==================== dma_mch_sched
### config.mk
export PLATFORM = sky130hd
export DESIGN_NAME = dma_mch_sched
export DESIGN_NICKNAME = d
export VERILOG_FILES = /design/src/rtl/dma_mch_sched.sv
export SDC_FILE = /design/constraint.sdc
export NUM_CORES = 1
export LEC_CHECK = 0
export ABC_CLOCK_PERIOD_IN_PS = 3500
export CORE_AREA = 2 2 211 213
export CTS_CLUSTER_SIZE = 8
export DETAILED_ROUTE_END_ITERATION = 6
export DIE_AREA = 0 0 213 215
export PLACE_DENSITY = 0.55
export REMOVE_ABC_BUFFERS = 1
export SLEW_MARGIN = 20
export SYNTH_ARGS = -nofsm -noshare
export SYNTH_HDL_FRONTEND = slang
export SYNTH_SLANG_ARGS = --single-unit
### constraint.sdc
create_clock -name clk -period 3.5 [get_ports clk]
set_input_delay 0.7 -clock clk [delete_from_list [all_inputs] [get_ports clk]]
set_output_delay 0.7 -clock clk [all_outputs]
set_load 0.05 [all_outputs]
### src/rtl/dma_mch_sched.sv
// Purpose: multi-channel DMA scheduler; round-robin over enabled descriptors, one rd/wr command pair each.
// Latency: 1 cycle per SELECT decision; a command is presented the cycle after a channel is latched.
// Backpressure: rd/wr valids hold addr/bytes until each stream's own handshake; run ends only once axi_pend_i drops.
//
// Ports: clk/rst (async active-low); go_i/abort_i from CSR; desc_*_i flattened per-channel descriptors;
//        rd_*/wr_* stream command + done/err per streamer; axi_pend_i outstanding AXI traffic;
//        clear_o/active_o/done_o/err_o/err_ch_o/desc_done_o status to CSR.
module dma_mch_sched #(
   parameter  int NUM_CH  = 4,
   parameter  int ADDR_W  = 32,
   parameter  int BYTES_W = 32,
   localparam int CH_W    = $clog2(NUM_CH)
) (
   input  logic                        clk,
   input  logic                        rst,
   input  logic                        go_i,
   input  logic                        abort_i,
   input  logic [NUM_CH-1:0]           desc_en_i,
   input  logic [NUM_CH*ADDR_W-1:0]    desc_src_i,
   input  logic [NUM_CH*ADDR_W-1:0]    desc_dst_i,
   input  logic [NUM_CH*BYTES_W-1:0]   desc_bytes_i,
   output logic                        rd_valid_o,
   input  logic                        rd_ready_i,
   output logic [ADDR_W-1:0]           rd_addr_o,
   output logic [BYTES_W-1:0]          rd_bytes_o,
   input  logic                        rd_done_i,
   input  logic                        rd_err_i,
   output logic                        wr_valid_o,
   input  logic                        wr_ready_i,
   output logic [ADDR_W-1:0]           wr_addr_o,
   output logic [BYTES_W-1:0]          wr_bytes_o,
   input  logic                        wr_done_i,
   input  logic                        wr_err_i,
   input  logic                        axi_pend_i,
   output logic                        clear_o,
   output logic                        active_o,
   output logic                        done_o,
   output logic                        err_o,
   output logic [CH_W-1:0]             err_ch_o,
   output logic [NUM_CH-1:0]           desc_done_o
);

   localparam int CW1 = CH_W + 1;

   typedef enum logic [2:0] {
      S_IDLE, S_SELECT, S_ISSUE, S_WAIT, S_DRAIN, S_DONE
   } state_t;

   state_t state, state_nxt;

   logic [CH_W-1:0]    rr_ptr, cur_ch;
   logic [ADDR_W-1:0]  cur_src, cur_dst;
   logic [BYTES_W-1:0] cur_bytes;
   logic               rd_pend, wr_pend;     // command not yet accepted
   logic               rd_seen, wr_seen;     // sticky done flags
   logic               active_q, done_q, err_q;
   logic [CH_W-1:0]    err_ch_q;
   logic [NUM_CH-1:0]  desc_done_q;

   // per-channel views of the flattened descriptor buses
   logic [ADDR_W-1:0]  src_arr   [NUM_CH];
   logic [ADDR_W-1:0]  dst_arr   [NUM_CH];
   logic [BYTES_W-1:0] bytes_arr [NUM_CH];

   always_comb begin
      for (int k = 0; k < NUM_CH; k++) begin
         src_arr[k]   = desc_src_i[k*ADDR_W +: ADDR_W];
         dst_arr[k]   = desc_dst_i[k*ADDR_W +: ADDR_W];
         bytes_arr[k] = desc_bytes_i[k*BYTES_W +: BYTES_W];
      end
   end

   // cyclic search from rr_ptr for the first enabled, not-yet-done channel
   logic [CW1-1:0]  cand;
   logic            sel_found;
   logic [CH_W-1:0] sel_ch;

   always_comb begin
      cand      = '0;
      sel_found = 1'b0;
      sel_ch    = '0;
      for (int i = 0; i < NUM_CH; i++) begin
         cand = {1'b0, rr_ptr} + CW1'(i);
         if (cand >= CW1'(NUM_CH)) cand = cand - CW1'(NUM_CH);
         if (!sel_found && desc_en_i[cand[CH_W-1:0]] && !desc_done_q[cand[CH_W-1:0]]) begin
            sel_found = 1'b1;
            sel_ch    = cand[CH_W-1:0];
         end
      end
   end

   // next-state and control strobes
   logic start_run, sel_skip, sel_take, ch_complete, err_hit, stream_err;
   logic rd_pend_nxt, wr_pend_nxt, rd_seen_nxt, wr_seen_nxt;

   always_comb begin
      state_nxt   = state;
      start_run   = 1'b0;
      sel_skip    = 1'b0;
      sel_take    = 1'b0;
      ch_complete = 1'b0;
      err_hit     = 1'b0;
      stream_err  = rd_err_i | wr_err_i;
      rd_pend_nxt = rd_pend;
      wr_pend_nxt = wr_pend;
      rd_seen_nxt = rd_seen | rd_done_i;
      wr_seen_nxt = wr_seen | wr_done_i;
      case (state)
         S_IDLE: begin
            if (go_i) begin
               start_run = 1'b1;
               state_nxt = S_SELECT;
            end
         end
         S_SELECT: begin
            if (abort_i || !sel_found) begin
               state_nxt = S_DRAIN;
            end else if (bytes_arr[sel_ch] == '0) begin
               // empty descriptor completes without touching the streamers
               sel_skip = 1'b1;
            end else begin
               sel_take  = 1'b1;
               state_nxt = S_ISSUE;
            end
         end
         S_ISSUE: begin
            rd_pend_nxt = rd_pend & ~rd_ready_i;
            wr_pend_nxt = wr_pend & ~wr_ready_i;
            if (stream_err) begin
               err_hit   = 1'b1;
               state_nxt = S_DRAIN;
            end else if (abort_i) begin
               state_nxt = S_DRAIN;
            end else if (!rd_pend_nxt && !wr_pend_nxt) begin
               state_nxt = S_WAIT;
            end
         end
         S_WAIT: begin
            if (stream_err) begin
               err_hit   = 1'b1;
               state_nxt = S_DRAIN;
            end else if (abort_i) begin
               state_nxt = S_DRAIN;
            end else if (rd_seen_nxt && wr_seen_nxt) begin
               ch_complete = 1'b1;
               state_nxt   = S_SELECT;
            end
         end
         S_DRAIN: begin
            if (!axi_pend_i) state_nxt = S_DONE;
         end
         S_DONE:  state_nxt = S_IDLE;
         default: state_nxt = S_IDLE;
      endcase
   end

   always_ff @(posedge clk or negedge rst) begin
      if (!rst) state <= S_IDLE;
      else      state <= state_nxt;
   end

   always_ff @(posedge clk or negedge rst) begin
      if (!rst) begin
         rr_ptr      <= '0;
         cur_ch      <= '0;
         cur_src     <= '0;
         cur_dst     <= '0;
         cur_bytes   <= '0;
         rd_pend     <= 1'b0;
         wr_pend     <= 1'b0;
         rd_seen     <= 1'b0;
         wr_seen     <= 1'b0;
         active_q    <= 1'b0;
         done_q      <= 1'b0;
         err_q       <= 1'b0;
         err_ch_q    <= '0;
         desc_done_q <= '0;
      end else begin
         if (start_run) begin
            active_q    <= 1'b1;
            done_q      <= 1'b0;
            err_q       <= 1'b0;
            err_ch_q    <= '0;
            desc_done_q <= '0;
         end
         if (sel_skip) desc_done_q[sel_ch] <= 1'b1;
         if (sel_take) begin
            cur_ch    <= sel_ch;
            cur_src   <= src_arr[sel_ch];
            cur_dst   <= dst_arr[sel_ch];
            cur_bytes <= bytes_arr[sel_ch];
            rd_pend   <= 1'b1;
            wr_pend   <= 1'b1;
            rd_seen   <= 1'b0;
            wr_seen   <= 1'b0;
         end
         if (state == S_ISSUE) begin
            rd_pend <= rd_pend_nxt;
            wr_pend <= wr_pend_nxt;
         end
         // done pulses are collected from ISSUE onward, so an early done is not lost
         if (state == S_ISSUE || state == S_WAIT) begin
            rd_seen <= rd_seen_nxt;
            wr_seen <= wr_seen_nxt;
         end
         if (ch_complete) begin
            desc_done_q[cur_ch] <= 1'b1;
            rr_ptr <= (cur_ch == CH_W'(NUM_CH-1)) ? '0 : cur_ch + 1'b1;
         end
         if (err_hit) begin
            err_q <= 1'b1;
            if (!err_q) err_ch_q <= cur_ch;
         end
         if (state == S_DONE) begin
            done_q   <= 1'b1;
            active_q <= 1'b0;
         end
      end
   end

   // valids are tied to ISSUE so an abort/error drops them on the state change
   assign rd_valid_o  = (state == S_ISSUE) && rd_pend;
   assign wr_valid_o  = (state == S_ISSUE) && wr_pend;
   assign rd_addr_o   = cur_src;
   assign wr_addr_o   = cur_dst;
   assign rd_bytes_o  = cur_bytes;
   assign wr_bytes_o  = cur_bytes;
   assign clear_o     = start_run;
   assign active_o    = active_q;
   assign done_o      = done_q;
   assign err_o       = err_q;
   assign err_ch_o    = err_ch_q;
   assign desc_done_o = desc_done_q;

endmodule

==================== even_updown_sequencer
**src/rtl/even_updown_sequencer.sv**
```systemverilog
// -----------------------------------------------------------------------------
// even_updown_sequencer
//
// Controller for a 4-bit even up/down counter (T-flip-flop based, steps by 2,
// y selects direction: 0 = up, 1 = down). It runs the counter through a
// programmed number of ping-pong laps lo -> hi -> lo between two even bounds.
// It drives the counter's direction, step enable and clear inputs and watches
// the counter state q.
//
// Optional feature macro: SEQ_WATCHDOG_EN
//   When defined, a shadow copy of the expected counter value is kept. Any
//   cycle in SEEK/UP/DOWN where q differs from it raises an err pulse and
//   returns the controller to IDLE. When undefined, err only flags a rejected
//   start (lo >= hi).
//
// Ports:
//   clk       in   rising-edge system clock
//   reset     in   synchronous, active-low reset
//   start     in   host run request (level, sampled in IDLE only)
//   stop      in   host abort, sampled every cycle, highest priority
//   lo_bound  in   lower turn-around value (bit0 forced to 0)
//   hi_bound  in   upper turn-around value (bit0 forced to 0)
//   laps      in   number of lo->hi->lo laps, 0 = run until stop
//   q         in   current counter state
//   y         out  counter direction, 0 = up, 1 = down
//   step      out  counter advance enable (combinational on q)
//   cnt_clr   out  synchronous counter clear request
//   busy      out  high in every state except IDLE
//   done      out  one-cycle pulse on run completion
//   lap_cnt   out  completed laps in the current or last run
//   err       out  one-cycle pulse on rejected start or watchdog trip
// -----------------------------------------------------------------------------
module even_updown_sequencer #(
  parameter int WIDTH  = 4,
  parameter int LAPS_W = 4
) (
  input  logic              clk,
  input  logic              reset,
  input  logic              start,
  input  logic              stop,
  input  logic [WIDTH-1:0]  lo_bound,
  input  logic [WIDTH-1:0]  hi_bound,
  input  logic [LAPS_W-1:0] laps,
  input  logic [WIDTH-1:0]  q,
  output logic              y,
  output logic              step,
  output logic              cnt_clr,
  output logic              busy,
  output logic              done,
  output logic [LAPS_W-1:0] lap_cnt,
  output logic              err
);

  typedef enum logic [2:0] {
    IDLE  = 3'd0,
    CLEAR = 3'd1,
    SEEK  = 3'd2,
    UP    = 3'd3,
    DOWN  = 3'd4,
    DONE  = 3'd5
  } state_t;

  localparam logic [WIDTH-1:0] EVEN_MASK = {{(WIDTH-1){1'b1}}, 1'b0};

  state_t              state_q, state_d;
  logic [WIDTH-1:0]    lo_q, lo_d;
  logic [WIDTH-1:0]    hi_q, hi_d;
  logic [LAPS_W-1:0]   laps_q, laps_d;
  logic [LAPS_W-1:0]   lap_cnt_q, lap_cnt_d;
  logic                err_q, err_d;

  logic [WIDTH-1:0]    lo_new;
  logic [WIDTH-1:0]    hi_new;
  logic [LAPS_W-1:0]   lap_inc;

`ifdef SEQ_WATCHDOG_EN
  logic [WIDTH-1:0]    exp_q, exp_d;
  logic                wd_trip;
`endif

  always_comb begin
    // Bounds are forced even; masking keeps every input bit referenced.
    lo_new    = lo_bound & EVEN_MASK;
    hi_new    = hi_bound & EVEN_MASK;
    lap_inc   = lap_cnt_q + LAPS_W'(1);

    state_d   = state_q;
    lo_d      = lo_q;
    hi_d      = hi_q;
    laps_d    = laps_q;
    lap_cnt_d = lap_cnt_q;
    err_d     = 1'b0;

    y         = 1'b0;
    step      = 1'b0;
    cnt_clr   = 1'b0;
    done      = 1'b0;
    busy      = (state_q != IDLE);

    case (state_q)
      IDLE: begin
        if (start && !stop) begin
          lo_d      = lo_new;
          hi_d      = hi_new;
          laps_d    = laps;
          lap_cnt_d = '0;
          if (lo_new >= hi_new) err_d   = 1'b1;
          else                  state_d = CLEAR;
        end
      end
      CLEAR: begin
        cnt_clr = 1'b1;
        state_d = SEEK;
      end
      SEEK: begin
        if (q != lo_q) step    = 1'b1;
        else           state_d = UP;
      end
      UP: begin
        if (q != hi_q) step    = 1'b1;
        else           state_d = DOWN;
      end
      DOWN: begin
        y = 1'b1;
        if (q != lo_q) begin
          step = 1'b1;
        end else begin
          lap_cnt_d = lap_inc;
          if ((laps_q != '0) && (lap_inc == laps_q)) state_d = DONE;
          else                                      state_d = UP;
        end
      end
      DONE: begin
        done    = 1'b1;
        state_d = IDLE;
      end
      default: state_d = IDLE;
    endcase

`ifdef SEQ_WATCHDOG_EN
    // A counter that disagrees with the shadow value is stuck or misdirected.
    wd_trip = ((state_q == SEEK) || (state_q == UP) || (state_q == DOWN)) &&
              (q != exp_q);
    if (wd_trip) begin
      state_d   = IDLE;
      step      = 1'b0;
      lap_cnt_d = lap_cnt_q;
      err_d     = 1'b1;
    end
`endif

    // Abort wins over every other transition, including a pending done.
    if (stop && (state_q != IDLE)) begin
      state_d   = IDLE;
      step      = 1'b0;
      done      = 1'b0;
      lap_cnt_d = lap_cnt_q;
      err_d     = 1'b0;
    end

`ifdef SEQ_WATCHDOG_EN
    // Shadow tracks the step actually issued, after all gating.
    exp_d = exp_q;
    if (state_q == CLEAR) exp_d = '0;
    else if (step)        exp_d = y ? (exp_q - WIDTH'(2)) : (exp_q + WIDTH'(2));
`endif
  end

  always_ff @(posedge clk) begin
    if (!reset) begin
      state_q   <= IDLE;
      lo_q      <= '0;
      hi_q      <= '0;
      laps_q    <= '0;
      lap_cnt_q <= '0;
      err_q     <= 1'b0;
`ifdef SEQ_WATCHDOG_EN
      exp_q     <= '0;
`endif
    end else begin
      state_q   <= state_d;
      lo_q      <= lo_d;
      hi_q      <= hi_d;
      laps_q    <= laps_d;
      lap_cnt_q <= lap_cnt_d;
      err_q     <= err_d;
`ifdef SEQ_WATCHDOG_EN
      exp_q     <= exp_d;
`endif
    end
  end

  assign lap_cnt = lap_cnt_q;
  assign err     = err_q;

endmodule
```
**config.mk**
```make
export PLATFORM = sky130hd
export DESIGN_NAME = even_updown_sequencer
export DESIGN_NICKNAME = d
export VERILOG_FILES = /design/src/rtl/even_updown_sequencer.sv
export SDC_FILE = /design/constraint.sdc
export NUM_CORES = 1
export LEC_CHECK = 0
export CAP_MARGIN = 20
export CORE_ASPECT_RATIO = 1.4
export CORE_MARGIN = 2
export CORE_UTILIZATION = 50
export CTS_BUF_LIST = sky130_fd_sc_hd__clkbuf_2
export CTS_CLUSTER_SIZE = 30
export DETAILED_ROUTE_END_ITERATION = 12
export PLACE_DENSITY = 0.89
export SYNTH_ARGS = -nofsm -noshare
export SYNTH_HDL_FRONTEND = slang
export SYNTH_SLANG_ARGS = --single-unit
```
**constraint.sdc**
```tcl
create_clock -name clk -period 2.3 [get_ports clk]
set_input_delay 0.23 -clock clk [delete_from_list [all_inputs] [get_ports clk]]
set_output_delay 0.23 -clock clk [all_outputs]
set_load 0.02 [all_outputs]
```
==> dma_mch_sched/port_nets.png <==
Bar = 50 um.
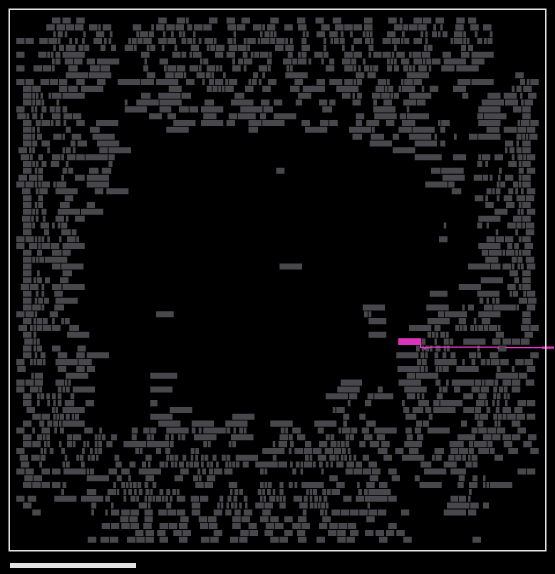
[active_o] magenta | direction: output | edge: east | end cells: 1 | buffers: 1 | wire: 49.4 um

==> COMMIT_EDITMSG, dma_mch_sched <==
Refresh implementation metrics

- The run finished with clean final reports.
- Register bit count reported by yosys: 116
- With fillers left out, the area of the finished cells amounts to 14,900 um2.
* Non-clk invs: 38
* Max-cap violations: 0
* Highest signal layer in the routed design: met4
* Cell area after synthesis: 8300 um2
* Post-detailed-route DRC marker count: 0
- Post-detailed-placement cell area: 14,340 um2
- Largest delay contributor family on the critical path: buffers and inverters
* Critical-path cell list: clkdlybuf4s50_1 -> nor2b_1 -> a41oi_1 -> o21ai_4 -> mux2i_1 -> mux2i_1 -> nor4b_4 -> a31oi_4 -> buf_12 -> buf_4 -> mux2_4
- Setup violations remaining at the end of the flow were counted as 0.
* Slowest Stage Delay on Critical Path: 0.47 ns
- Global routing consumed, on the met1 layer, 18.72% of the routing resources.
- The flow reports power dissipated in sequential cells as between 0.002 and 0.0025 W.
* Hold_ws: between 0.2 and 0.3 ns
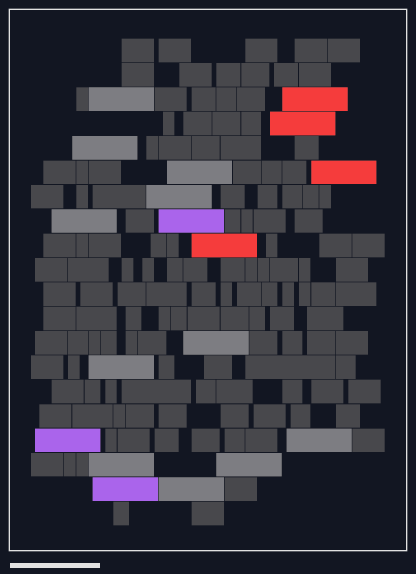
(even_updown_sequencer/registers.png)
Bar = 10 um.
[lap_cnt] red | placed flops: 4 | where: north-east
[hi_q] purple | placed flops: 3
total area of sequential cells: 360.3 um2
Finished Core Util: 66.86%
flop share of the area: 25.04%
flip-flop and latch power: 0.000336 W

==> COMMIT_EDITMSG, even_updown_sequencer <==
Refresh implementation metrics

- The run finished with clean final reports.
- First-pass DRT Iterations: 4
- The critical path in the final layout is reported with a setup slack of 0.1614 ns.
- The routed design shows a wire length per standard cell of 13.36 um.
- Once layout is done, the placed cells without fillers occupy 1439 um2.
- Before any placement, the netlist area is recorded as 1131 um2.
- Switching share of total power: 27.96%
- Per the timing report, the most critical flop-to-flop path finishes at lap_cnt[1].
- The power report lists the combinational group at roughly 0.00014 W.
- Most Crowded Layer GR: met2
* Mean instance size in the synthesized netlist: ~9.3 um2
- The first global-routing pass estimated slightly below 4 mm of wire.
* Port bufs: 27
- Ports placed on the boundary: 30
- Data on the critical path arrives at its endpoint at between 1.5 and 2 ns.
* Die X: 44.20 um
- The most critical setup path has its startpoint at state_q[2].
- Leaving out fill and tap cells, the most frequent cells in the layout are 26 x clkdlybuf4s50_1, 18 x dfxtp_1, 17 x nor2_1.
* Clock buffer count from CTS: 3
- The synthesized design contains 0 enable-type register cells.
* Number of cells traversed by the worst hold path: 3
- Average via count per standard cell: 5.763
* HPWL Detailed: ~1.8 mm
- GRT Overall Usage: 19.40%
- The floorplan has 20 rows.
* Area of the die: 2664 um2
- Counting buffers and inverters, the worst setup path is 3 cells deep.
- Adder-Cell Fraction of Synth Area: around 5.3%
- Per STA, the endpoint of the critical path is y.
* Non-clk invs: 5
* Hold_ws: between 0.5 and 0.6 ns
* Post-route antenna net violation count: 0
* Tap cells: 22
- STA shows the worst reg2reg path with a cell count of 7.
- Summed over all failing endpoints, the final setup total negative slack is 0 ns.
- Synth logic family: simple AND/OR/NAND/NOR gates
* Hold Path Sink: laps_q[0]
- Detailed-routing wirelength on met1: 966 um
- Fraction of layout instances using a drive strength above 1: 12.58%
* Post-layout period usage: between 90% and 100%
- Per the Yosys statistics, synthesis produced 122 cells.
- On the final layout, the worst clock skew is 0.01222 ns.
* Total power draw: 0.0006075 W
- LEAKAGE: 0.6408 nW
- Clock period minus final worst setup slack: around 2.1 ns
- Compound-gate portion of the synthesized area: between 10% and 20%
- In this run the number of H-tree levels came out at 1.
- Sequential Power Share: 55.4%
* Top pwr grp: registers
- The longest incremental delay of any stage on the critical path is reported as 0.62 ns.
- Per the post-synthesis report, the nets total 146.
- At the placement stage, the worst setup path has a slack of -0.02715 ns.
- CTS reports a maximum clock tree buffer depth of 2.
- In the power breakdown, the internal column shows 0.0004377 W.
* Maximum VDD drop: roughly 0.31 mV
- Tool warnings: 28
* Clock tree cell share of total cell area: under 10%
* Total cell area reported by yosys after synthesis: 1131 um2
* Highest signal layer in the routed design: met4
* Met3 usage in global routing: 2.417%
* Global-route track usage on met1: 21.06%
* Number of unique standard cell types used by synthesis: 43
* Synth mux share: 7.965%
- Cell kind with the greatest summed area: logic gates
- Req. time, crit path: 2.07 ns
* Total of plain and repair buffers excluding clock buffers: 32
* Combinational gate area: approximately 700 um2
- dfxtp_1 takes more of the synthesized area than any other cell.

==================== io_unit
===== src/rtl/io_unit.sv =====
// io_unit: services the core's data_out / data_in I/O instructions.
// Outbound words are queued and serialized little-endian onto the uart_tx
// byte interface; inbound bytes from uart_rx are assembled into words and
// queued until the core asks for one.
module io_unit #(
  parameter int OUT_DEPTH = 16,
  parameter int IN_DEPTH  = 16
) (
  input  logic        clk,
  input  logic        rst_n,
  input  logic        out_req,
  input  logic [31:0] out_data,
  output logic        out_full,
  input  logic        in_req,
  output logic [31:0] in_data,
  output logic        in_valid,
  output logic        in_busy,
  output logic [7:0]  tx_byte,
  output logic        tx_valid,
  input  logic        tx_ready,
  input  logic [7:0]  rx_byte,
  input  logic        rx_valid,
  output logic        out_overflow,
  output logic        in_overflow
);

  localparam int OAW = $clog2(OUT_DEPTH);
  localparam int IAW = $clog2(IN_DEPTH);
  localparam logic [OAW:0] OUT_PTR_ONE = {{OAW{1'b0}}, 1'b1};
  localparam logic [IAW:0] IN_PTR_ONE  = {{IAW{1'b0}}, 1'b1};

  typedef enum logic {TX_IDLE, TX_SEND} tx_state_t;
  typedef enum logic {IN_IDLE, IN_WAIT} in_state_t;

  // ---------------------------------------------------------------------------
  // Outbound word FIFO
  // ---------------------------------------------------------------------------
  logic [31:0]  r_out_mem [OUT_DEPTH];
  logic [OAW:0] r_out_wr, r_out_rd;
  logic [OAW:0] w_out_wr_nxt, w_out_rd_nxt;
  logic         r_out_full, r_out_overflow;
  logic         w_out_push, w_out_pop, w_out_empty;

  assign w_out_push   = out_req && !r_out_full;
  assign w_out_empty  = (r_out_wr == r_out_rd);
  assign w_out_wr_nxt = w_out_push ? r_out_wr + OUT_PTR_ONE : r_out_wr;
  assign w_out_rd_nxt = w_out_pop  ? r_out_rd + OUT_PTR_ONE : r_out_rd;

  // Outbound storage write.
  // NOTE: FIFO storage has no reset; the pointers alone define what is valid,
  // and leaving the array unreset lets it map onto plain RAM.
  always_ff @(posedge clk) begin
    if (w_out_push) r_out_mem[r_out_wr[OAW-1:0]] <= out_data;
  end

  // Outbound pointers, registered full flag (post-edge count) and sticky overflow.
  // NOTE: sequential state uses non-blocking assignments only, so every flop
  // samples pre-edge values regardless of block ordering.
  always_ff @(posedge clk or negedge rst_n) begin
    if (!rst_n) begin
      r_out_wr       <= '0;
      r_out_rd       <= '0;
      r_out_full     <= 1'b0;
      r_out_overflow <= 1'b0;
    end else begin
      r_out_wr       <= w_out_wr_nxt;
      r_out_rd       <= w_out_rd_nxt;
      r_out_full     <= (w_out_wr_nxt[OAW] != w_out_rd_nxt[OAW]) &&
                        (w_out_wr_nxt[OAW-1:0] == w_out_rd_nxt[OAW-1:0]);
      r_out_overflow <= r_out_overflow | (out_req && r_out_full);
    end
  end

  assign out_full     = r_out_full;
  assign out_overflow = r_out_overflow;

  // ---------------------------------------------------------------------------
  // Serializer FSM
  // ---------------------------------------------------------------------------
  tx_state_t   r_tx_state, w_tx_state_nxt;
  logic [1:0]  r_idx, w_idx_nxt;
  logic [31:0] r_shift;
  logic        w_load;

  // Next-state logic: pop a word when idle, or chain straight into the next
  // word after the last byte is accepted.
  // NOTE: every signal gets a default before the case so no path leaves it
  // unassigned, which would otherwise infer a latch.
  always_comb begin
    w_tx_state_nxt = r_tx_state;
    w_idx_nxt      = r_idx;
    w_out_pop      = 1'b0;
    w_load         = 1'b0;
    case (r_tx_state)
      TX_IDLE: begin
        if (!w_out_empty) begin
          w_out_pop      = 1'b1;
          w_load         = 1'b1;
          w_idx_nxt      = 2'd0;
          w_tx_state_nxt = TX_SEND;
        end
      end
      TX_SEND: begin
        if (tx_ready) begin
          if (r_idx != 2'd3) begin
            w_idx_nxt = r_idx + 2'd1;
          end else if (!w_out_empty) begin
            w_out_pop = 1'b1;
            w_load    = 1'b1;
            w_idx_nxt = 2'd0;
          end else begin
            w_tx_state_nxt = TX_IDLE;
          end
        end
      end
      default: w_tx_state_nxt = TX_IDLE;
    endcase
  end

  // Serializer state, byte index and shift register.
  always_ff @(posedge clk or negedge rst_n) begin
    if (!rst_n) begin
      r_tx_state <= TX_IDLE;
      r_idx      <= 2'd0;
      r_shift    <= '0;
    end else begin
      r_tx_state <= w_tx_state_nxt;
      r_idx      <= w_idx_nxt;
      if (w_load) r_shift <= r_out_mem[r_out_rd[OAW-1:0]];
    end
  end

  // Byte select; tx_valid follows the state register so reset drops it at once.
  always_comb begin
    tx_byte = 8'h00;
    if (r_tx_state == TX_SEND) begin
      case (r_idx)
        2'd0:    tx_byte = r_shift[7:0];
        2'd1:    tx_byte = r_shift[15:8];
        2'd2:    tx_byte = r_shift[23:16];
        default: tx_byte = r_shift[31:24];
      endcase
    end
  end

  assign tx_valid = (r_tx_state == TX_SEND);

  // ---------------------------------------------------------------------------
  // Byte assembler and inbound word FIFO
  // ---------------------------------------------------------------------------
  logic [31:0]  r_in_mem [IN_DEPTH];
  logic [IAW:0] r_in_wr, r_in_rd;
  logic [1:0]   r_cnt;
  logic [23:0]  r_asm;
  logic         r_in_overflow;
  logic         w_in_empty, w_in_full, w_word_done, w_in_push, w_in_pop;
  logic [31:0]  w_word;

  assign w_in_empty  = (r_in_wr == r_in_rd);
  assign w_in_full   = (r_in_wr[IAW] != r_in_rd[IAW]) &&
                       (r_in_wr[IAW-1:0] == r_in_rd[IAW-1:0]);
  assign w_word_done = rx_valid && (r_cnt == 2'd3);
  assign w_in_push   = w_word_done && !w_in_full;
  assign w_word      = {rx_byte, r_asm};

  // Inbound storage write.
  always_ff @(posedge clk) begin
    if (w_in_push) r_in_mem[r_in_wr[IAW-1:0]] <= w_word;
  end

  // Byte position counter, partial word, inbound pointers and sticky overflow.
  always_ff @(posedge clk or negedge rst_n) begin
    if (!rst_n) begin
      r_cnt         <= 2'd0;
      r_asm         <= '0;
      r_in_wr       <= '0;
      r_in_rd       <= '0;
      r_in_overflow <= 1'b0;
    end else begin
      if (rx_valid) begin
        r_cnt <= r_cnt + 2'd1;
        case (r_cnt)
          2'd0:    r_asm[7:0]   <= rx_byte;
          2'd1:    r_asm[15:8]  <= rx_byte;
          2'd2:    r_asm[23:16] <= rx_byte;
          default: ;
        endcase
      end
      if (w_in_push) r_in_wr <= r_in_wr + IN_PTR_ONE;
      if (w_in_pop)  r_in_rd <= r_in_rd + IN_PTR_ONE;
      r_in_overflow <= r_in_overflow | (w_word_done && w_in_full);
    end
  end

  assign in_overflow = r_in_overflow;

  // ---------------------------------------------------------------------------
  // Reader FSM
  // ---------------------------------------------------------------------------
  in_state_t   r_in_state, w_in_state_nxt;
  logic [31:0] r_in_data;
  logic        r_in_valid, r_in_busy;

  // Next-state logic: serve a request immediately if a word is queued,
  // otherwise wait (stalling the core) until one arrives.
  always_comb begin
    w_in_state_nxt = r_in_state;
    w_in_pop       = 1'b0;
    case (r_in_state)
      IN_IDLE: begin
        if (in_req) begin
          if (!w_in_empty) w_in_pop = 1'b1;
          else             w_in_state_nxt = IN_WAIT;
        end
      end
      IN_WAIT: begin
        if (!w_in_empty) begin
          w_in_pop       = 1'b1;
          w_in_state_nxt = IN_IDLE;
        end
      end
      default: w_in_state_nxt = IN_IDLE;
    endcase
  end

  // Reader state and registered core-facing outputs; in_data holds after the pulse.
  always_ff @(posedge clk or negedge rst_n) begin
    if (!rst_n) begin
      r_in_state <= IN_IDLE;
      r_in_data  <= '0;
      r_in_valid <= 1'b0;
      r_in_busy  <= 1'b0;
    end else begin
      r_in_state <= w_in_state_nxt;
      r_in_valid <= w_in_pop;
      r_in_busy  <= (w_in_state_nxt == IN_WAIT);
      if (w_in_pop) r_in_data <= r_in_mem[r_in_rd[IAW-1:0]];
    end
  end

  assign in_data  = r_in_data;
  assign in_valid = r_in_valid;
  assign in_busy  = r_in_busy;

endmodule


===== config.mk =====
export PLATFORM = sky130hd
export DESIGN_NAME = io_unit
export DESIGN_NICKNAME = d
export VERILOG_FILES = /design/src/rtl/io_unit.sv
export SDC_FILE = /design/constraint.sdc
export NUM_CORES = 1
export LEC_CHECK = 0
export CAP_MARGIN = 20
export CORE_MARGIN = 1.5
export CORE_UTILIZATION = 23
export DETAILED_ROUTE_END_ITERATION = 10
export GPL_TIMING_DRIVEN = 0
export SLEW_MARGIN = 5
export SYNTH_ARGS = -nofsm -noshare
export SYNTH_HDL_FRONTEND = slang
export SYNTH_SLANG_ARGS = --single-unit

===== constraint.sdc =====
create_clock -name clk -period 3.5 [get_ports clk]
set_clock_uncertainty 0.1 [all_clocks]
set_input_delay 0.875 -clock clk [delete_from_list [all_inputs] [get_ports clk]]
set_output_delay 0.875 -clock clk [all_outputs]
set_load 0.02 [all_outputs]

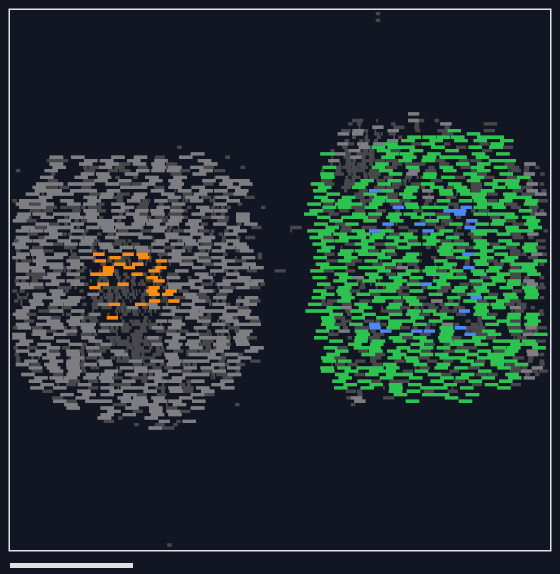
(io_unit/registers.png)
Bar = 100 um.
[r_asm] blue | placed flops: 24 | where: east
[r_in_mem] green | placed flops: 512 | where: east
[r_shift] orange | placed flops: 32 | where: west
total area of sequential cells: 33,700 um2
flop share of the area: 64.72%

==> COMMIT_EDITMSG <==
Refresh implementation metrics

- Sorting the synthesized cells by area gives the leading types as edfxtp_1 70%, mux4_2 13%, dfrtp_1 6.7%.
- At the worst endpoint, the arrival time is 2.46 ns.
- The timing report attributes the biggest portion of critical-path delay to AND-OR/OR-AND gates.
- Fmax: 0.2909 GHz
* Run status: completed
- The final antenna diode tally reported by the flow is 2.
- Synth mux share: 16.13%
* Critical R2R Launch: r_in_rd[1]
- Net switching is 30.84% of the power.
- Across all checked pins, the minimum headroom to the slew limit is 28.13%.
- Looking at area per cell type in the netlist, the leader is edfxtp_1.
- In this run the clock root is driven by a clkbuf_16.
- Per-cell routed wire length: 21.48 um
* Post-Place Cells: approximately 4,700
* CP max-delay cell: dfrtp_1
- Worst setup slack for register-to-register paths: around 0.11 ns
- The final timing report counts setup violations totalling 0.
- Highest signal layer in the routed design: met5
- Per the OpenROAD power report, leakage power amounts to 16.50 nW.
- The timing report lists the critical path depth as 6 cells.
* Total number of vias: 20,960
- After floorplanning, the core was divided into 160 placement rows.
- Maximum VDD drop: between 0.4 and 0.5 mV
- Endpoints failing hold in the final report were tallied at 0.
* Cell area after synthesis: 43,820 um2
- Average via count per standard cell: 4.314
* End of the worst register-to-register path: in_data[12]
- Of all nets on the critical path, the largest fanout is 8.
- According to the timing report, the critical path is launched from r_idx[0].
* Kind of path behind the tightest hold check: in -> async
- Port bufs: 90
- The layout stage reports a final design area of around 52,000 um2.
* Global-route track usage on met1: 14.05%
- In this run, the combinational gates consume 29.0% of the power.
- In the global route stage, met3 resource usage came out at under 10%.
* Ys async rst share: between 10% and 20%
- Summed over all nets, the half-perimeter wirelength after detailed placement is 66.90 mm.


==> layout pictures side by side <==
Routed metal, one color a layer.
Only two layers are drawn.
Plate I
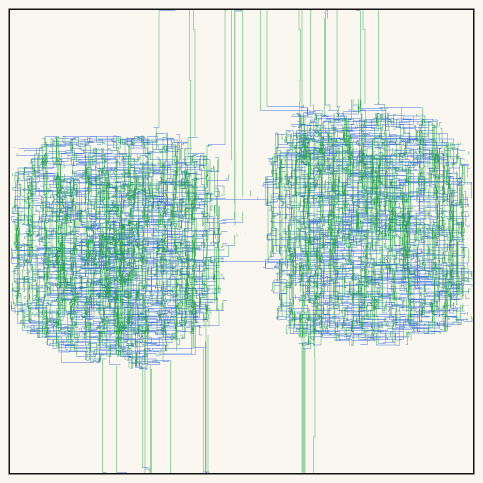
Plate II
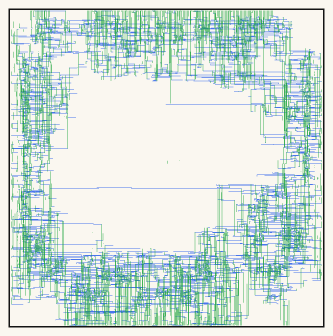
Plate III
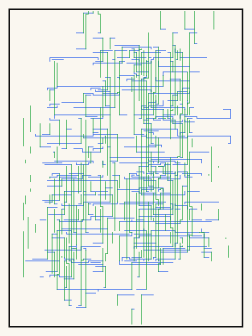
| from | picture |
|---|---|
| io_unit | Plate I |
| even_updown_sequencer | Plate III |
| dma_mch_sched | Plate II |
- most wire: Plate I
- least wire: Plate III

Power figures rest on the tool's default switching activity, not on a simulated workload.
